=== encoder_4_2_seq ===
Figure 1. Where the registers sit (encoder_4_2_seq).
(12 px per µm) Other sequential cells in the stronger grey, the rest of the logic in the fainter grey.
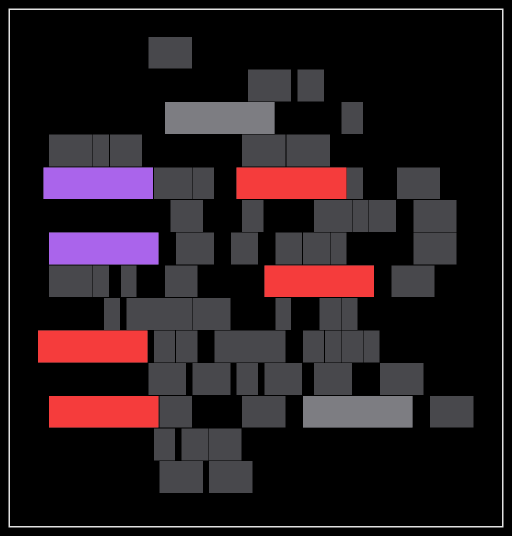

<file path="config.mk">
export PLATFORM = sky130hd
export DESIGN_NAME = encoder_4_2_seq
export DESIGN_NICKNAME = d
export VERILOG_FILES = /design/src/rtl/encoder_pkg.sv /design/src/rtl/encoder_4_2_seq_prio_find.sv /design/src/rtl/encoder_4_2_seq.sv
export SDC_FILE = /design/constraint.sdc
export NUM_CORES = 1
export LEC_CHECK = 0
export ABC_CLOCK_PERIOD_IN_PS = 3150
export CORE_AREA = 2 2 39 41
export CTS_CLUSTER_DIAMETER = 50
export CTS_CLUSTER_SIZE = 25
export DETAILED_ROUTE_END_ITERATION = 10
export DIE_AREA = 0 0 41 43
export SYNTH_ARGS = -nofsm -noshare
export SYNTH_HDL_FRONTEND = slang
export SYNTH_SLANG_ARGS = --single-unit
export TNS_END_PERCENT = 1
</file>
<file path="constraint.sdc">
create_clock -name clk -period 3.15 [get_ports clk]
set_input_delay 0.315 -clock clk [delete_from_list [all_inputs] [get_ports clk]]
set_output_delay 0.315 -clock clk [all_outputs]
set_load 0.1 [all_outputs]
</file>
<file path="src/rtl/encoder_pkg.sv">
// Shared definitions for the sequential request encoder.
//   DEF_N / DEF_W : default number of request lines and index width
//   state_t       : output-stage state (IDLE = nothing offered, HOLD = index offered)
//   RR_FIXED / RR_ROUND : service-order selector values
package encoder_pkg;

    localparam int DEF_N = 4;
    localparam int DEF_W = $clog2(DEF_N);

    localparam int RR_FIXED = 0;   // lowest index first
    localparam int RR_ROUND = 1;   // round-robin, starting after the last grant

    typedef enum logic {
        IDLE = 1'b0,
        HOLD = 1'b1
    } state_t;

endpackage

</file>
<file path="src/rtl/encoder_4_2_seq_prio_find.sv">
// Wrapping priority search (purely combinational).
//   vec   : candidate vector
//   start : first position to examine; the scan continues upward and wraps
//   found : at least one bit of vec is set
//   idx   : first set bit at or after start (modulo N); 0 when nothing found
module prio_find #(
    parameter int N = 4,
    parameter int W = $clog2(N)
) (
    input  logic [N-1:0] vec,
    input  logic [W-1:0] start,
    output logic         found,
    output logic [W-1:0] idx
);

    always_comb begin
        found = 1'b0;
        idx   = '0;
        for (int k = 0; k < N; k++) begin
            int pos;
            pos = int'(start) + k;
            if (pos >= N) begin
                pos = pos - N;
            end
            if (!found && vec[pos]) begin
                found = 1'b1;
                idx   = W'(pos);
            end
        end
    end

endmodule

</file>
<file path="src/rtl/encoder_4_2_seq.sv">
// Sequential request encoder: collects event bits into a sticky pending set
// and offers one binary index per event on a valid/ready output.
//   clk, rst  : clock and asynchronous active-high reset
//   d_in      : event vector, sampled when d_valid = 1
//   out_idx   : index currently offered; out_valid qualifies it
//   out_ready : consumer takes out_idx on this edge
//   pending   : events captured but not yet loaded into out_idx
//   drop      : one-cycle pulse, an arriving bit collided with a pending one
module encoder_4_2_seq
    import encoder_pkg::*;
#(
    parameter int N  = DEF_N,
    parameter int W  = $clog2(N),
    parameter int RR = RR_FIXED
) (
    input  logic         clk,
    input  logic         rst,
    input  logic [N-1:0] d_in,
    input  logic         d_valid,
    output logic [W-1:0] out_idx,
    output logic         out_valid,
    input  logic         out_ready,
    output logic [N-1:0] pending,
    output logic         drop
);

    state_t       state_reg, state_next;
    logic [W-1:0] out_idx_reg, out_idx_next;
    logic [W-1:0] last_reg, last_next;
    logic [N-1:0] pending_reg, pending_next;
    logic         drop_reg, drop_next;

    logic [N-1:0] arr;
    logic [N-1:0] cand;
    logic [N-1:0] load_mask;
    logic [W-1:0] start;
    logic [W-1:0] sel_idx;
    logic         found;
    logic         load;

    assign arr  = d_valid ? d_in : '0;
    // New arrivals join the candidate set in the same cycle so a lone event
    // is offered one edge after it arrives.
    assign cand = pending_reg | arr;

    // Round-robin search begins just after the last grant; fixed priority
    // always begins at index 0.
    always_comb begin
        start = '0;
        if (RR == RR_ROUND) begin
            start = (last_reg == W'(N - 1)) ? '0 : last_reg + W'(1);
        end
    end

    prio_find #(
        .N(N),
        .W(W)
    ) u_find (
        .vec  (cand),
        .start(start),
        .found(found),
        .idx  (sel_idx)
    );

    assign load_mask = N'(1) << sel_idx;

    always_comb begin
        state_next   = state_reg;
        out_idx_next = out_idx_reg;
        last_next    = last_reg;
        pending_next = cand;
        load         = 1'b0;

        case (state_reg)
            IDLE: begin
                load = found;
            end
            HOLD: begin
                if (out_ready) begin
                    if (found) begin
                        load = 1'b1;
                    end else begin
                        state_next = IDLE;
                    end
                end
                // Not ready: out_idx stays put and arrivals simply merge.
            end
            default: begin
                state_next = IDLE;
            end
        endcase

        if (load) begin
            state_next   = HOLD;
            out_idx_next = sel_idx;
            last_next    = sel_idx;
            // The loaded bit leaves the pending set even if it also arrived
            // this cycle: the arrival is the event being served.
            pending_next = cand & ~load_mask;
        end

        // A pending bit hit again is a lost event, except the bit being
        // loaded right now, whose arrival is absorbed by the load.
        drop_next = |(arr & pending_reg & ~(load ? load_mask : '0));
    end

    always_ff @(posedge clk or posedge rst) begin
        if (rst) begin
            state_reg   <= IDLE;
            out_idx_reg <= '0;
            last_reg    <= W'(N - 1);
            pending_reg <= '0;
            drop_reg    <= 1'b0;
        end else begin
            state_reg   <= state_next;
            out_idx_reg <= out_idx_next;
            last_reg    <= last_next;
            pending_reg <= pending_next;
            drop_reg    <= drop_next;
        end
    end

    assign out_idx   = out_idx_reg;
    assign out_valid = (state_reg == HOLD);
    assign pending   = pending_reg;
    assign drop      = drop_reg;

endmodule

</file>
=== memory_access_controller ===
--- src/rtl/mac_pkg.sv ---
// Shared definitions for the memory access controller.
// Holds the RV32I load/store funct3 codes, the controller state encoding,
// the default timeout, and small decode helpers for legality, alignment,
// byte-enable generation and store-data replication.
package mac_pkg;

  localparam int unsigned MAC_TIMEOUT_DEF = 255;

  localparam logic [2:0] F3_B  = 3'b000;
  localparam logic [2:0] F3_H  = 3'b001;
  localparam logic [2:0] F3_W  = 3'b010;
  localparam logic [2:0] F3_BU = 3'b100;
  localparam logic [2:0] F3_HU = 3'b101;

  typedef enum logic [1:0] {
    ST_IDLE    = 2'd0,
    ST_ACCESS  = 2'd1,
    ST_CAPTURE = 2'd2,
    ST_RESP    = 2'd3
  } mac_state_e;

  // Unsigned variants exist only for loads.
  function automatic logic f3_legal(input logic we, input logic [2:0] f3);
    logic ok;
    case (f3)
      F3_B, F3_H, F3_W: ok = 1'b1;
      F3_BU, F3_HU:     ok = ~we;
      default:          ok = 1'b0;
    endcase
    return ok;
  endfunction

  // sz is funct3[1:0]: 00 byte, 01 half, 10 word.
  function automatic logic misaligned(input logic [1:0] sz, input logic [1:0] off);
    logic m;
    case (sz)
      2'b01:   m = off[0];
      2'b10:   m = |off;
      default: m = 1'b0;
    endcase
    return m;
  endfunction

  function automatic logic [3:0] be_gen(input logic we, input logic [1:0] sz,
                                        input logic [1:0] off);
    logic [3:0] be;
    if (we) begin
      case (sz)
        2'b00:   be = 4'b0001 << off;
        2'b01:   be = 4'b0011 << {off[1], 1'b0};
        default: be = 4'b1111;
      endcase
    end else begin
      be = 4'b1111;
    end
    return be;
  endfunction

  // Replicate narrow store data across all lanes so the enabled lane sees it.
  function automatic logic [31:0] wdata_gen(input logic [1:0] sz, input logic [31:0] wd);
    logic [31:0] w;
    case (sz)
      2'b00:   w = {4{wd[7:0]}};
      2'b01:   w = {2{wd[15:0]}};
      default: w = wd;
    endcase
    return w;
  endfunction

endpackage

--- src/rtl/mac_load_align.sv ---
// Load-data alignment and extension.
// Ports:
//   mdr_i    - registered memory data word
//   off_i    - byte offset of the access within the word
//   funct3_i - load funct3 (LB/LH/LW/LBU/LHU)
//   data_o   - selected lane, sign/zero-extended to 32 bits (0 for other codes)
module mac_load_align
  import mac_pkg::*;
(
  input  logic [31:0] mdr_i,
  input  logic [1:0]  off_i,
  input  logic [2:0]  funct3_i,
  output logic [31:0] data_o
);

  logic [7:0]  byte_s;
  logic [15:0] half_s;

  // Lane selection from the byte offset.
  always_comb begin
    byte_s = 8'h00;
    case (off_i)
      2'd0:    byte_s = mdr_i[7:0];
      2'd1:    byte_s = mdr_i[15:8];
      2'd2:    byte_s = mdr_i[23:16];
      2'd3:    byte_s = mdr_i[31:24];
      default: byte_s = 8'h00;
    endcase
    if (off_i[1]) begin
      half_s = mdr_i[31:16];
    end else begin
      half_s = mdr_i[15:0];
    end
  end

  // Extension according to the load type.
  always_comb begin
    data_o = 32'h0000_0000;
    case (funct3_i)
      F3_B:    data_o = {{24{byte_s[7]}}, byte_s};
      F3_BU:   data_o = {24'h00_0000, byte_s};
      F3_H:    data_o = {{16{half_s[15]}}, half_s};
      F3_HU:   data_o = {16'h0000, half_s};
      F3_W:    data_o = mdr_i;
      default: data_o = 32'h0000_0000;
    endcase
  end

endmodule

--- src/rtl/memory_access_controller.sv ---
// Load/store sequencer between execute stage and data memory.
// Accepts one access at a time, aligns store data and byte enables, waits for
// mem_ack with a timeout, strobes the external MDR on load return and returns
// the extended MDR contents (or an error) on the response channel.
// Ports:
//   mac_clk/mac_rst_n             - clock, async active-low reset
//   req_*                         - request channel (ready only in IDLE)
//   rsp_*                         - response channel (valid only in RESP)
//   mem_en/we/be/addr/wdata/ack   - memory port; mem_rdata feeds the MDR only
//   mdr_load/mdr_q                - MDR load strobe and registered MDR value
module memory_access_controller
  import mac_pkg::*;
#(
  parameter int ADDR_W  = 32,
  parameter int TIMEOUT = MAC_TIMEOUT_DEF
) (
  input  logic              mac_clk,
  input  logic              mac_rst_n,
  input  logic              req_valid,
  output logic              req_ready,
  input  logic              req_we,
  input  logic [2:0]        req_funct3,
  input  logic [ADDR_W-1:0] req_addr,
  input  logic [31:0]       req_wdata,
  output logic              rsp_valid,
  input  logic              rsp_ready,
  output logic [31:0]       rsp_rdata,
  output logic              rsp_err,
  output logic              mem_en,
  output logic              mem_we,
  output logic [3:0]        mem_be,
  output logic [ADDR_W-1:0] mem_addr,
  output logic [31:0]       mem_wdata,
  input  logic              mem_ack,
  input  logic [31:0]       mem_rdata,
  output logic              mdr_load,
  input  logic [31:0]       mdr_q
);

  localparam int CNT_W = $clog2(TIMEOUT + 1);
  localparam logic [CNT_W-1:0] CNT_LAST = CNT_W'(TIMEOUT - 1);

  mac_state_e        state_q, state_d;
  logic [CNT_W-1:0]  cnt_q, cnt_d;
  logic [31:0]       rsp_rdata_q, rsp_rdata_d;
  logic              rsp_err_q, rsp_err_d;
  logic              we_q;
  logic [2:0]        f3_q;
  logic [1:0]        off_q;
  logic [ADDR_W-1:0] mem_addr_q;
  logic [3:0]        mem_be_q;
  logic [31:0]       mem_wdata_q;
  logic              accept_s;
  logic              bad_s;
  logic [31:0]       align_s;
  logic              unused_mem_rdata_s;

  // mem_rdata goes straight to the MDR outside this block.
  assign unused_mem_rdata_s = ^mem_rdata;

  assign accept_s = (state_q == ST_IDLE) & req_valid;
  assign bad_s    = ~f3_legal(req_we, req_funct3) | misaligned(req_funct3[1:0], req_addr[1:0]);

  mac_load_align u_align (
    .mdr_i    (mdr_q),
    .off_i    (off_q),
    .funct3_i (f3_q),
    .data_o   (align_s)
  );

  // Controls decoded only from registered state (mdr_load also qualifies on mem_ack).
  assign req_ready = (state_q == ST_IDLE);
  assign rsp_valid = (state_q == ST_RESP);
  assign mem_en    = (state_q == ST_ACCESS);
  assign mem_we    = (state_q == ST_ACCESS) & we_q;
  assign mdr_load  = (state_q == ST_ACCESS) & mem_ack & ~we_q;
  assign mem_addr  = mem_addr_q;
  assign mem_be    = mem_be_q;
  assign mem_wdata = mem_wdata_q;
  assign rsp_rdata = rsp_rdata_q;
  assign rsp_err   = rsp_err_q;

  // Next-state, timeout counter and response register update.
  always_comb begin
    state_d     = state_q;
    cnt_d       = cnt_q;
    rsp_rdata_d = rsp_rdata_q;
    rsp_err_d   = rsp_err_q;
    case (state_q)
      ST_IDLE: begin
        if (req_valid) begin
          rsp_rdata_d = 32'h0000_0000;
          cnt_d       = {CNT_W{1'b0}};
          if (bad_s) begin
            state_d   = ST_RESP;
            rsp_err_d = 1'b1;
          end else begin
            state_d   = ST_ACCESS;
            rsp_err_d = 1'b0;
          end
        end else begin
          state_d = ST_IDLE;
        end
      end
      ST_ACCESS: begin
        // An ack in the last allowed cycle takes priority over the timeout.
        if (mem_ack) begin
          if (we_q) begin
            state_d = ST_RESP;
          end else begin
            state_d = ST_CAPTURE;
          end
        end else if (cnt_q == CNT_LAST) begin
          state_d   = ST_RESP;
          rsp_err_d = 1'b1;
        end else begin
          cnt_d = cnt_q + CNT_W'(1);
        end
      end
      ST_CAPTURE: begin
        rsp_rdata_d = align_s;
        state_d     = ST_RESP;
      end
      ST_RESP: begin
        if (rsp_ready) begin
          state_d   = ST_IDLE;
          rsp_err_d = 1'b0;
        end else begin
          state_d = ST_RESP;
        end
      end
      default: begin
        state_d = ST_IDLE;
      end
    endcase
  end

  // State, counter and response registers.
  always_ff @(posedge mac_clk or negedge mac_rst_n) begin
    if (!mac_rst_n) begin
      state_q     <= ST_IDLE;
      cnt_q       <= {CNT_W{1'b0}};
      rsp_rdata_q <= 32'h0000_0000;
      rsp_err_q   <= 1'b0;
    end else begin
      state_q     <= state_d;
      cnt_q       <= cnt_d;
      rsp_rdata_q <= rsp_rdata_d;
      rsp_err_q   <= rsp_err_d;
    end
  end

  // Request capture; memory-side fields stay stable until the next accept.
  always_ff @(posedge mac_clk or negedge mac_rst_n) begin
    if (!mac_rst_n) begin
      we_q        <= 1'b0;
      f3_q        <= 3'b000;
      off_q       <= 2'b00;
      mem_addr_q  <= {ADDR_W{1'b0}};
      mem_be_q    <= 4'b0000;
      mem_wdata_q <= 32'h0000_0000;
    end else if (accept_s) begin
      we_q        <= req_we;
      f3_q        <= req_funct3;
      off_q       <= req_addr[1:0];
      mem_addr_q  <= {req_addr[ADDR_W-1:2], 2'b00};
      mem_be_q    <= be_gen(req_we, req_funct3[1:0], req_addr[1:0]);
      mem_wdata_q <= wdata_gen(req_funct3[1:0], req_wdata);
    end else begin
      mem_addr_q  <= mem_addr_q;
    end
  end

endmodule
--- config.mk ---
export PLATFORM = sky130hd
export DESIGN_NAME = memory_access_controller
export DESIGN_NICKNAME = d
export VERILOG_FILES = /design/src/rtl/mac_pkg.sv /design/src/rtl/mac_load_align.sv /design/src/rtl/memory_access_controller.sv
export SDC_FILE = /design/constraint.sdc
export NUM_CORES = 1
export LEC_CHECK = 0
export ABC_CLOCK_PERIOD_IN_PS = 2500
export CAP_MARGIN = 20
export CORE_MARGIN = 4
export CORE_UTILIZATION = 30
export DETAILED_ROUTE_END_ITERATION = 10
export GPL_TIMING_DRIVEN = 1
export PLACE_DENSITY = 0.6
export SKIP_LAST_GASP = 1
export SLEW_MARGIN = 25
export SYNTH_ARGS = -nofsm -noshare
export SYNTH_HDL_FRONTEND = slang
export SYNTH_SLANG_ARGS = --single-unit
--- constraint.sdc ---
create_clock -name mac_clk -period 2.5 [get_ports mac_clk]
set_clock_uncertainty 0.2 [all_clocks]
set_input_delay 0.375 -clock mac_clk [delete_from_list [all_inputs] [get_ports mac_clk]]
set_output_delay 0.375 -clock mac_clk [all_outputs]
set_load 0.01 [all_outputs]
=== tnn_feature_framer ===
File: src/rtl/tnn_feature_framer.sv
// Frames 2-bit feature beats onto the classifier inputs, samples cls_in after SETTLE cycles, returns one result per frame.
// Latency: m_valid SETTLE+1 cycles after the last beat (next cycle for bad-length frames); s_ready low while a result is outstanding.
module tnn_feature_framer #(
  parameter int NFEAT  = 6,
  parameter int SETTLE = 2,
  parameter int CNT_W  = 16
) (
  input  logic             clk,
  input  logic             rst,
  input  logic             s_valid,
  output logic             s_ready,
  input  logic [1:0]       s_data,
  input  logic             s_last,
  output logic [1:0]       input_a,
  output logic [1:0]       input_b,
  output logic [1:0]       input_c,
  output logic [1:0]       input_d,
  output logic [1:0]       input_e,
  output logic [1:0]       input_f,
  input  logic             cls_in,
  output logic             m_valid,
  input  logic             m_ready,
  output logic             m_class,
  output logic             m_err,
  output logic [CNT_W-1:0] frame_cnt,
  output logic [CNT_W-1:0] pos_cnt
);
  localparam int               IDX_W    = $clog2(NFEAT);
  localparam logic [IDX_W-1:0] IDX_LAST = IDX_W'(NFEAT - 1);
  localparam logic [3:0]       SET_LAST = 4'(SETTLE - 1);

  typedef enum logic [1:0] {ST_COLLECT, ST_DRAIN, ST_SETTLE, ST_OUT} state_t;

  state_t                 state_q, state_d;
  logic [IDX_W-1:0]       idx_q, idx_d;
  logic [NFEAT-1:0][1:0]  feat_q, feat_d;
  logic [3:0]             set_q, set_d;
  logic                   rdy_q, rdy_d;
  logic                   cls_q, cls_d;
  logic                   err_q, err_d;
  logic [CNT_W-1:0]       fcnt_q, fcnt_d;
  logic [CNT_W-1:0]       pcnt_q, pcnt_d;
  logic                   accept;

  assign accept = s_valid & rdy_q;

  always_comb begin
    state_d = state_q;
    idx_d   = idx_q;
    feat_d  = feat_q;
    set_d   = set_q;
    cls_d   = cls_q;
    err_d   = err_q;
    fcnt_d  = fcnt_q;
    pcnt_d  = pcnt_q;
    case (state_q)
      ST_COLLECT: begin
        if (accept) begin
          if (s_last && idx_q != IDX_LAST) begin
            feat_d  = '0;
            err_d   = 1'b1;
            cls_d   = 1'b0;
            state_d = ST_OUT;
          end else begin
            feat_d[idx_q] = s_data;
            if (idx_q == IDX_LAST) begin
              set_d   = '0;
              state_d = s_last ? ST_SETTLE : ST_DRAIN;
            end else begin
              idx_d = idx_q + 1'b1;
            end
          end
        end
      end
      ST_DRAIN: begin
        if (accept && s_last) begin
          feat_d  = '0;
          err_d   = 1'b1;
          cls_d   = 1'b0;
          state_d = ST_OUT;
        end
      end
      ST_SETTLE: begin
        // Features are frozen here, so cls_in is stable by the last settle cycle.
        if (set_q == SET_LAST) begin
          cls_d   = cls_in;
          state_d = ST_OUT;
        end else begin
          set_d = set_q + 1'b1;
        end
      end
      ST_OUT: begin
        if (m_ready) begin
          if (fcnt_q != '1) fcnt_d = fcnt_q + 1'b1;
          if (cls_q && !err_q && pcnt_q != '1) pcnt_d = pcnt_q + 1'b1;
          idx_d   = '0;
          err_d   = 1'b0;
          cls_d   = 1'b0;
          state_d = ST_COLLECT;
        end
      end
      default: state_d = ST_COLLECT;
    endcase
    rdy_d = (state_d == ST_COLLECT) || (state_d == ST_DRAIN);
  end

  always_ff @(posedge clk or posedge rst) begin
    if (rst) begin
      state_q <= ST_COLLECT;
      idx_q   <= '0;
      feat_q  <= '0;
      set_q   <= '0;
      rdy_q   <= 1'b0;
      cls_q   <= 1'b0;
      err_q   <= 1'b0;
      fcnt_q  <= '0;
      pcnt_q  <= '0;
    end else begin
      state_q <= state_d;
      idx_q   <= idx_d;
      feat_q  <= feat_d;
      set_q   <= set_d;
      rdy_q   <= rdy_d;
      cls_q   <= cls_d;
      err_q   <= err_d;
      fcnt_q  <= fcnt_d;
      pcnt_q  <= pcnt_d;
    end
  end

  assign s_ready   = rdy_q;
  assign m_valid   = (state_q == ST_OUT);
  assign m_class   = cls_q;
  assign m_err     = err_q;
  assign frame_cnt = fcnt_q;
  assign pos_cnt   = pcnt_q;
  assign input_a   = feat_q[0];
  assign input_b   = feat_q[1];
  assign input_c   = feat_q[2];
  assign input_d   = feat_q[3];
  assign input_e   = feat_q[4];
  assign input_f   = feat_q[5];

endmodule
File: config.mk
export PLATFORM = sky130hd
export DESIGN_NAME = tnn_feature_framer
export DESIGN_NICKNAME = d
export VERILOG_FILES = /design/src/rtl/tnn_feature_framer.sv
export SDC_FILE = /design/constraint.sdc
export NUM_CORES = 1
export LEC_CHECK = 0
export CAP_MARGIN = 20
export CELL_PAD_IN_SITES_DETAIL_PLACEMENT = 0
export CELL_PAD_IN_SITES_GLOBAL_PLACEMENT = 1
export CORE_MARGIN = 2
export CORE_UTILIZATION = 29
export CTS_CLUSTER_DIAMETER = 120
export CTS_CLUSTER_SIZE = 28
export DETAILED_ROUTE_END_ITERATION = 7
export PLACE_DENSITY = 0.59
export SETUP_SLACK_MARGIN = 0.5
export SLEW_MARGIN = 20
export SYNTH_ARGS = -nofsm -noshare
export SYNTH_HDL_FRONTEND = slang
export SYNTH_SLANG_ARGS = --single-unit
File: constraint.sdc
create_clock -name clk -period 5.6 [get_ports clk]
set_input_delay 1.12 -clock clk [delete_from_list [all_inputs] [get_ports clk]]
set_output_delay 1.12 -clock clk [all_outputs]
set_load 0.02 [all_outputs]

## Gallery

Routed metal, one colour a layer.
shot_01.png
(12 px per µm) Only two layers are drawn.
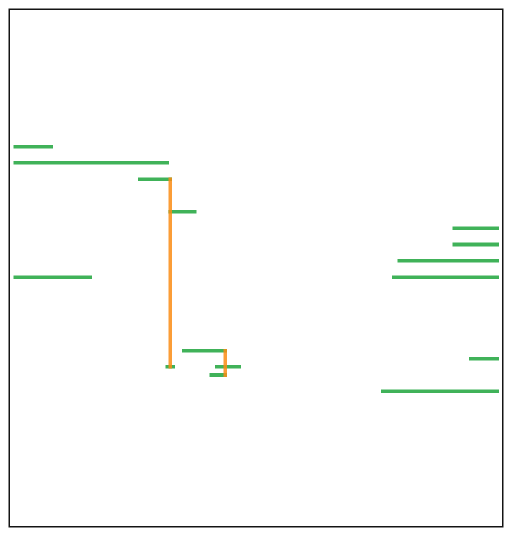
shot_02.png
(4 px per µm) Only two layers are drawn.
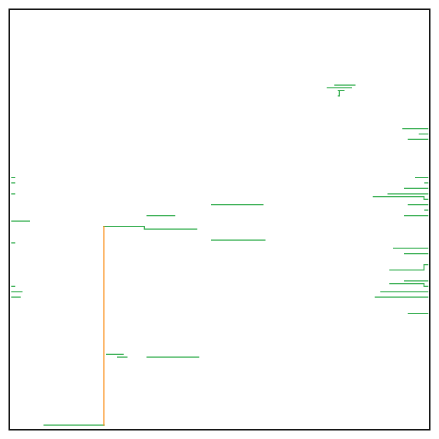
shot_03.png
(3 px per µm) Only two layers are drawn.
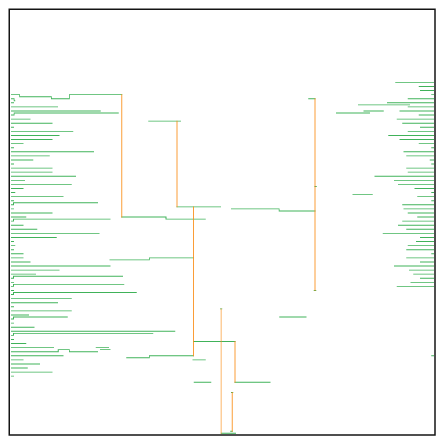
Of these, most wire: shot_03.png
Of these, largest die: shot_03.png
| from | picture |
|---|---|
| memory_access_controller | shot_03.png |
| encoder_4_2_seq | shot_01.png |
| tnn_feature_framer | shot_02.png |

Key to shot_01.png:
- green: met3 (wire length 68.8 µm)
- orange: met4 (wire length 17.7 µm)

Figure 2. Congestion heat map (encoder_4_2_seq).
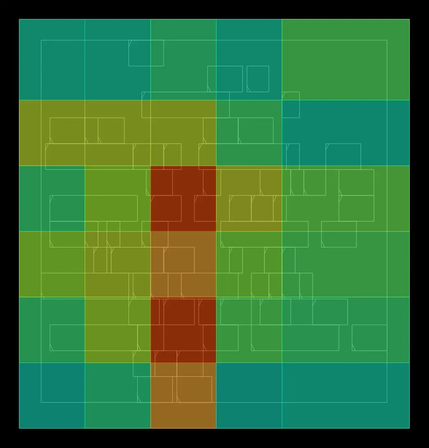
met3 global-route usage: 4.71%
Finished Core Util: 46.1%

About Figure 1:
- purple: out_idx (placed flops 2)
- red: pending (placed flops 4)
- not coloured: 2

==> run summary, encoder_4_2_seq <==
Physical implementation.

- The flow ran to the end, and the final reports show no timing, DRC or antenna violations.
- The overall track demand over capacity in global routing is around 15%.
- The layout report gives the register share of total cell area as between 30% and 40%.
- The wire length recorded after detailed routing is between 1 and 1.5 mm.
- The slack of the worst reg-to-reg path is between 1.5 and 2 ns.
- Once the floorplan was initialized, standard cells occupied roughly a third of the core.
- Compared with the post-synthesis result, the final layout area differs by 42.5%.
- The post-route minimum period is ~2.1 ns.
- The timing report attributes the biggest portion of critical-path delay to buffers and inverters.
- Per the OpenROAD floorplan log, the width of the die is a little over 40 µm.
- For reference, the post-synthesis area per instance comes to approximately 9.5 µm².
- At floorplan, the net count of the design was reported as 55.
- Fill cells in the final layout number ~150.
- The fraction of final layout cells with drive strength greater than 1 is a little under a fifth.
- The average via count per standard cell is around 5.2.
- The total number of placement rows is 14.
- After layout, the worst path uses a little under 70% of the clock period.
- The flip-flop count of the largest register after layout is 4.
- The number of pins exceeding their max-slew limit in the final report is 0.
[encoder_4_2_seq: stage by stage]
stage	total power, mW	instances	setup slack, ns	hold slack, ns
2_1_floorplan	0.323	47	1.38	0.131
3_3_place_gp	0.383	78	1.29	0.483
3_5_place_dp	0.384	78	1.27	0.492
4_1_cts	0.465	81	0.991	0.309
5_1_grt	0.485	81	0.940	0.353
6_report	0.460	81	1.00	0.308
[encoder_4_2_seq: metal layers]
layer,wire length (µm),part of all wire (%),track usage [%]
met1,461,44,19.3
met2,491,47,20.9
met3,68,6.5,4.71
met4,17,1.6,8.00
met5,0,0,0
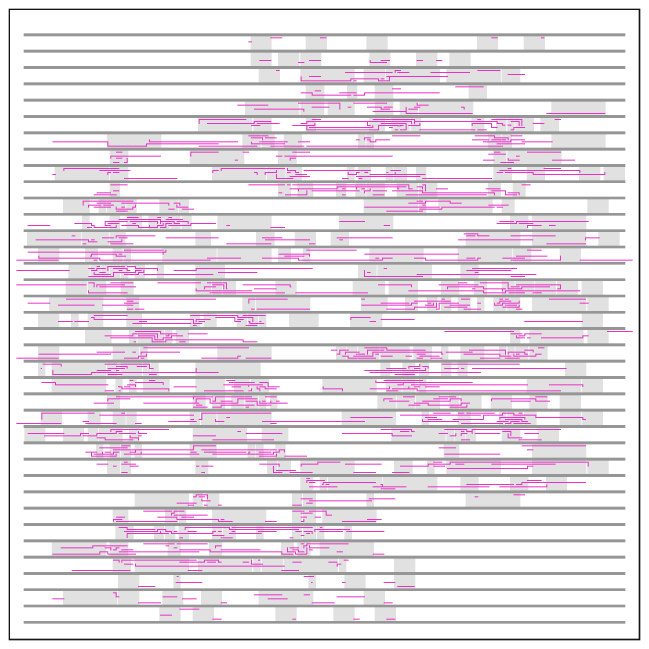
Figure 3: tnn_feature_framer, signal wires on met1.
(6 px per µm) Supply wires on this layer in grey. Cells faint in the background.
- longest straight run: 32.7 µm
- wire length on this layer: 3,430 µm
- share of all routed wire: 51%
- nets with wire on the layer: 324

==> run summary, tnn_feature_framer <==
Physical implementation.

- The setup clock skew after layout is approximately 0.004 ns.
- Cell internal power was estimated by the tool at about 890 µW.
- The clock edge transition at the registers on the reported setup and hold paths is about 0.10 ns.
- Combinational cells consume a total of 603 µW.
- The top cell type in the final layout, fill and taps aside, is sky130_fd_sc_hd__dfrtp_1.
- By area, the combinational part of the netlist is dominated by simple AND/OR/NAND/NOR gates.
- The cell at the root of the clock tree is sky130_fd_sc_hd__clkbuf_8.
- The total grt overflow is 0.
- In this run the worst setup path terminates at m_valid.
- The detailed-routed wire length on met2 is 3.02 mm.
- After layout, the design draws a total of about 1.5 mW.
- The total number of placement rows is 36.
- The layout stage reports a final design area of roughly 0.0037 mm².
- Hold repair after CTS inserted 0 buffers.
- The routed length on met1 is approximately 3.4 mm.
- The flow ran to the end, and the final reports show no timing, DRC or antenna violations.
- The cell count listed in synth_stat.txt is approximately 300.
- Yosys reports that the most numerous cell types are sky130_fd_sc_hd__dfrtp_1 (56), sky130_fd_sc_hd__inv_1 (23), sky130_fd_sc_hd__xnor2_1 (21).
- Wire segments on met3 add up to 246 µm in the final route.
- The most common logic cells in the final layout are sky130_fd_sc_hd__dfrtp_1 (56), sky130_fd_sc_hd__clkdlybuf4s50_1 (55), sky130_fd_sc_hd__inv_1 (22), sky130_fd_sc_hd__xnor2_1 (21), sky130_fd_sc_hd__nand3_1 (18).
- In the Yosys stats the netlist draws on around 50 distinct library cells.
- For this run, the register share of the synthesized area comes to 47.6%.
- Sorting the synthesis cell report by count puts at the top sky130_fd_sc_hd__dfrtp_1.
- Looking at the critical path, the single cell with the biggest stage delay is sky130_fd_sc_hd__clkdlybuf4s50_1.
- The total power per unit cell area is about 390 mW/mm².
- The net switching power figure is about 560 µW.
- In the final timing run, aggregate negative setup slack is 0 ns.
- The synthesized instance count is between 200 and 300.
- The core region is 0.00982 mm².
- In the floorplan report the effective utilization is around 30%.
- Setup repair after global routing left no endpoint under its margin.
- In this run the tool buffered the top-level ports with 55 buffer cells.
- The OpenROAD report gives the critical path a data arrival time of ~1.8 ns.
- In the final design database the tool counted 367 nets.
- Before any placement, the netlist area is recorded as slightly below 0.003 mm².
[tnn_feature_framer: area by class of cell]
| type | instances | area [µm²] | share of cell area, % |
|---|---|---|---|
| clock buffer | 5 | 68.8 | 1.84 |
| clock inverter | 3 | 42.5 | 1.14 |
| inverter | 23 | 86.3 | 2.31 |
| multi-input combinational | 207 | 1420 | 37.9 |
| sequential | 56 | 1400 | 37.5 |
| tap | 133 | 166 | 4.45 |
| timing repair buffer | 56 | 558 | 14.9 |
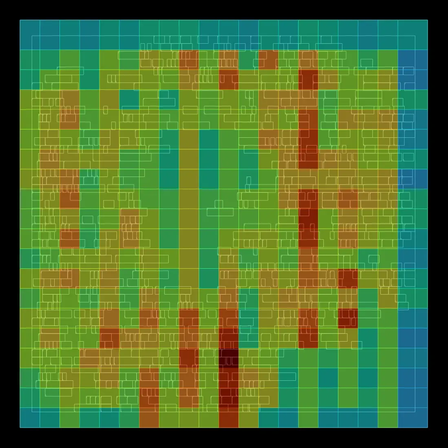
Figure 4: memory_access_controller, congestion heat map.
most heavily used metal layer in global routing: met2
routed wire length per instance: 17.2 µm

==> run summary, memory_access_controller <==
Physical implementation.

- The number of hold-slack violations in the final timing report is 0.
- The count of input and output buffers is 208.
- The post-CTS setup repair buffer count is 0.
- The cell type that accounts for the most area after synthesis is sky130_fd_sc_hd__dfrtp_1.
- The total grt overflow is 0.
- The flow ran to the end, and the final reports show no timing, DRC or antenna violations.
- The reported max-cap violation count is 0.
- The net switching power figure is around 3.3 mW.
- The post-synthesis register bit count is approximately 120.
- The area fraction in mux cells is under 10%.
- For the finished layout, the period the worst path requires is between 2 and 2.5 ns.
- The main area contributors are sky130_fd_sc_hd__dfrtp_1 (54%), sky130_fd_sc_hd__nand2_1 (12%), sky130_fd_sc_hd__o21ai_0 (3.3%).
- The remaining routing DRC violations is 0.
- The number of antenna diodes in the final layout is 0.
- The count of cells along the worst register-to-register path is 6.
- The post-place setup slack is just over 0.007 ns.
- The distinct cell type count after synthesis is roughly 52.
- The slack of the worst reg-to-reg path is approximately 0.30 ns.
- The clock passes through at most 2 buffers.
- In the placement report, post-DP HPWL is listed as approximately 13 mm.
- The switching share of total power is between 30% and 40%.
[memory_access_controller: power by group through the flow]
stage / registers, mW / clock network, mW / logic (mW)
6_report: 3.21 / 2.63 / 4.06
5_1_grt: 3.33 / 2.78 / 4.45
4_1_cts: 3.22 / 2.69 / 4.11
3_5_place_dp: 3.23 / 0 / 4.10
3_3_place_gp: 3.19 / 0 / 4.03
2_1_floorplan: 3.40 / 0 / 1.74
[memory_access_controller: area by class of cell]
type,count,area (µm²)
clock inverters,11,176
repair buffers,227,2250
well taps,225,282
fillers,1593,9030
clock buffers,21,470
multi-input cells,387,2230
inverters,9,33.8
flip-flops and latches,115,2880

No activity file was given, so power comes from the tool's default toggle rates.
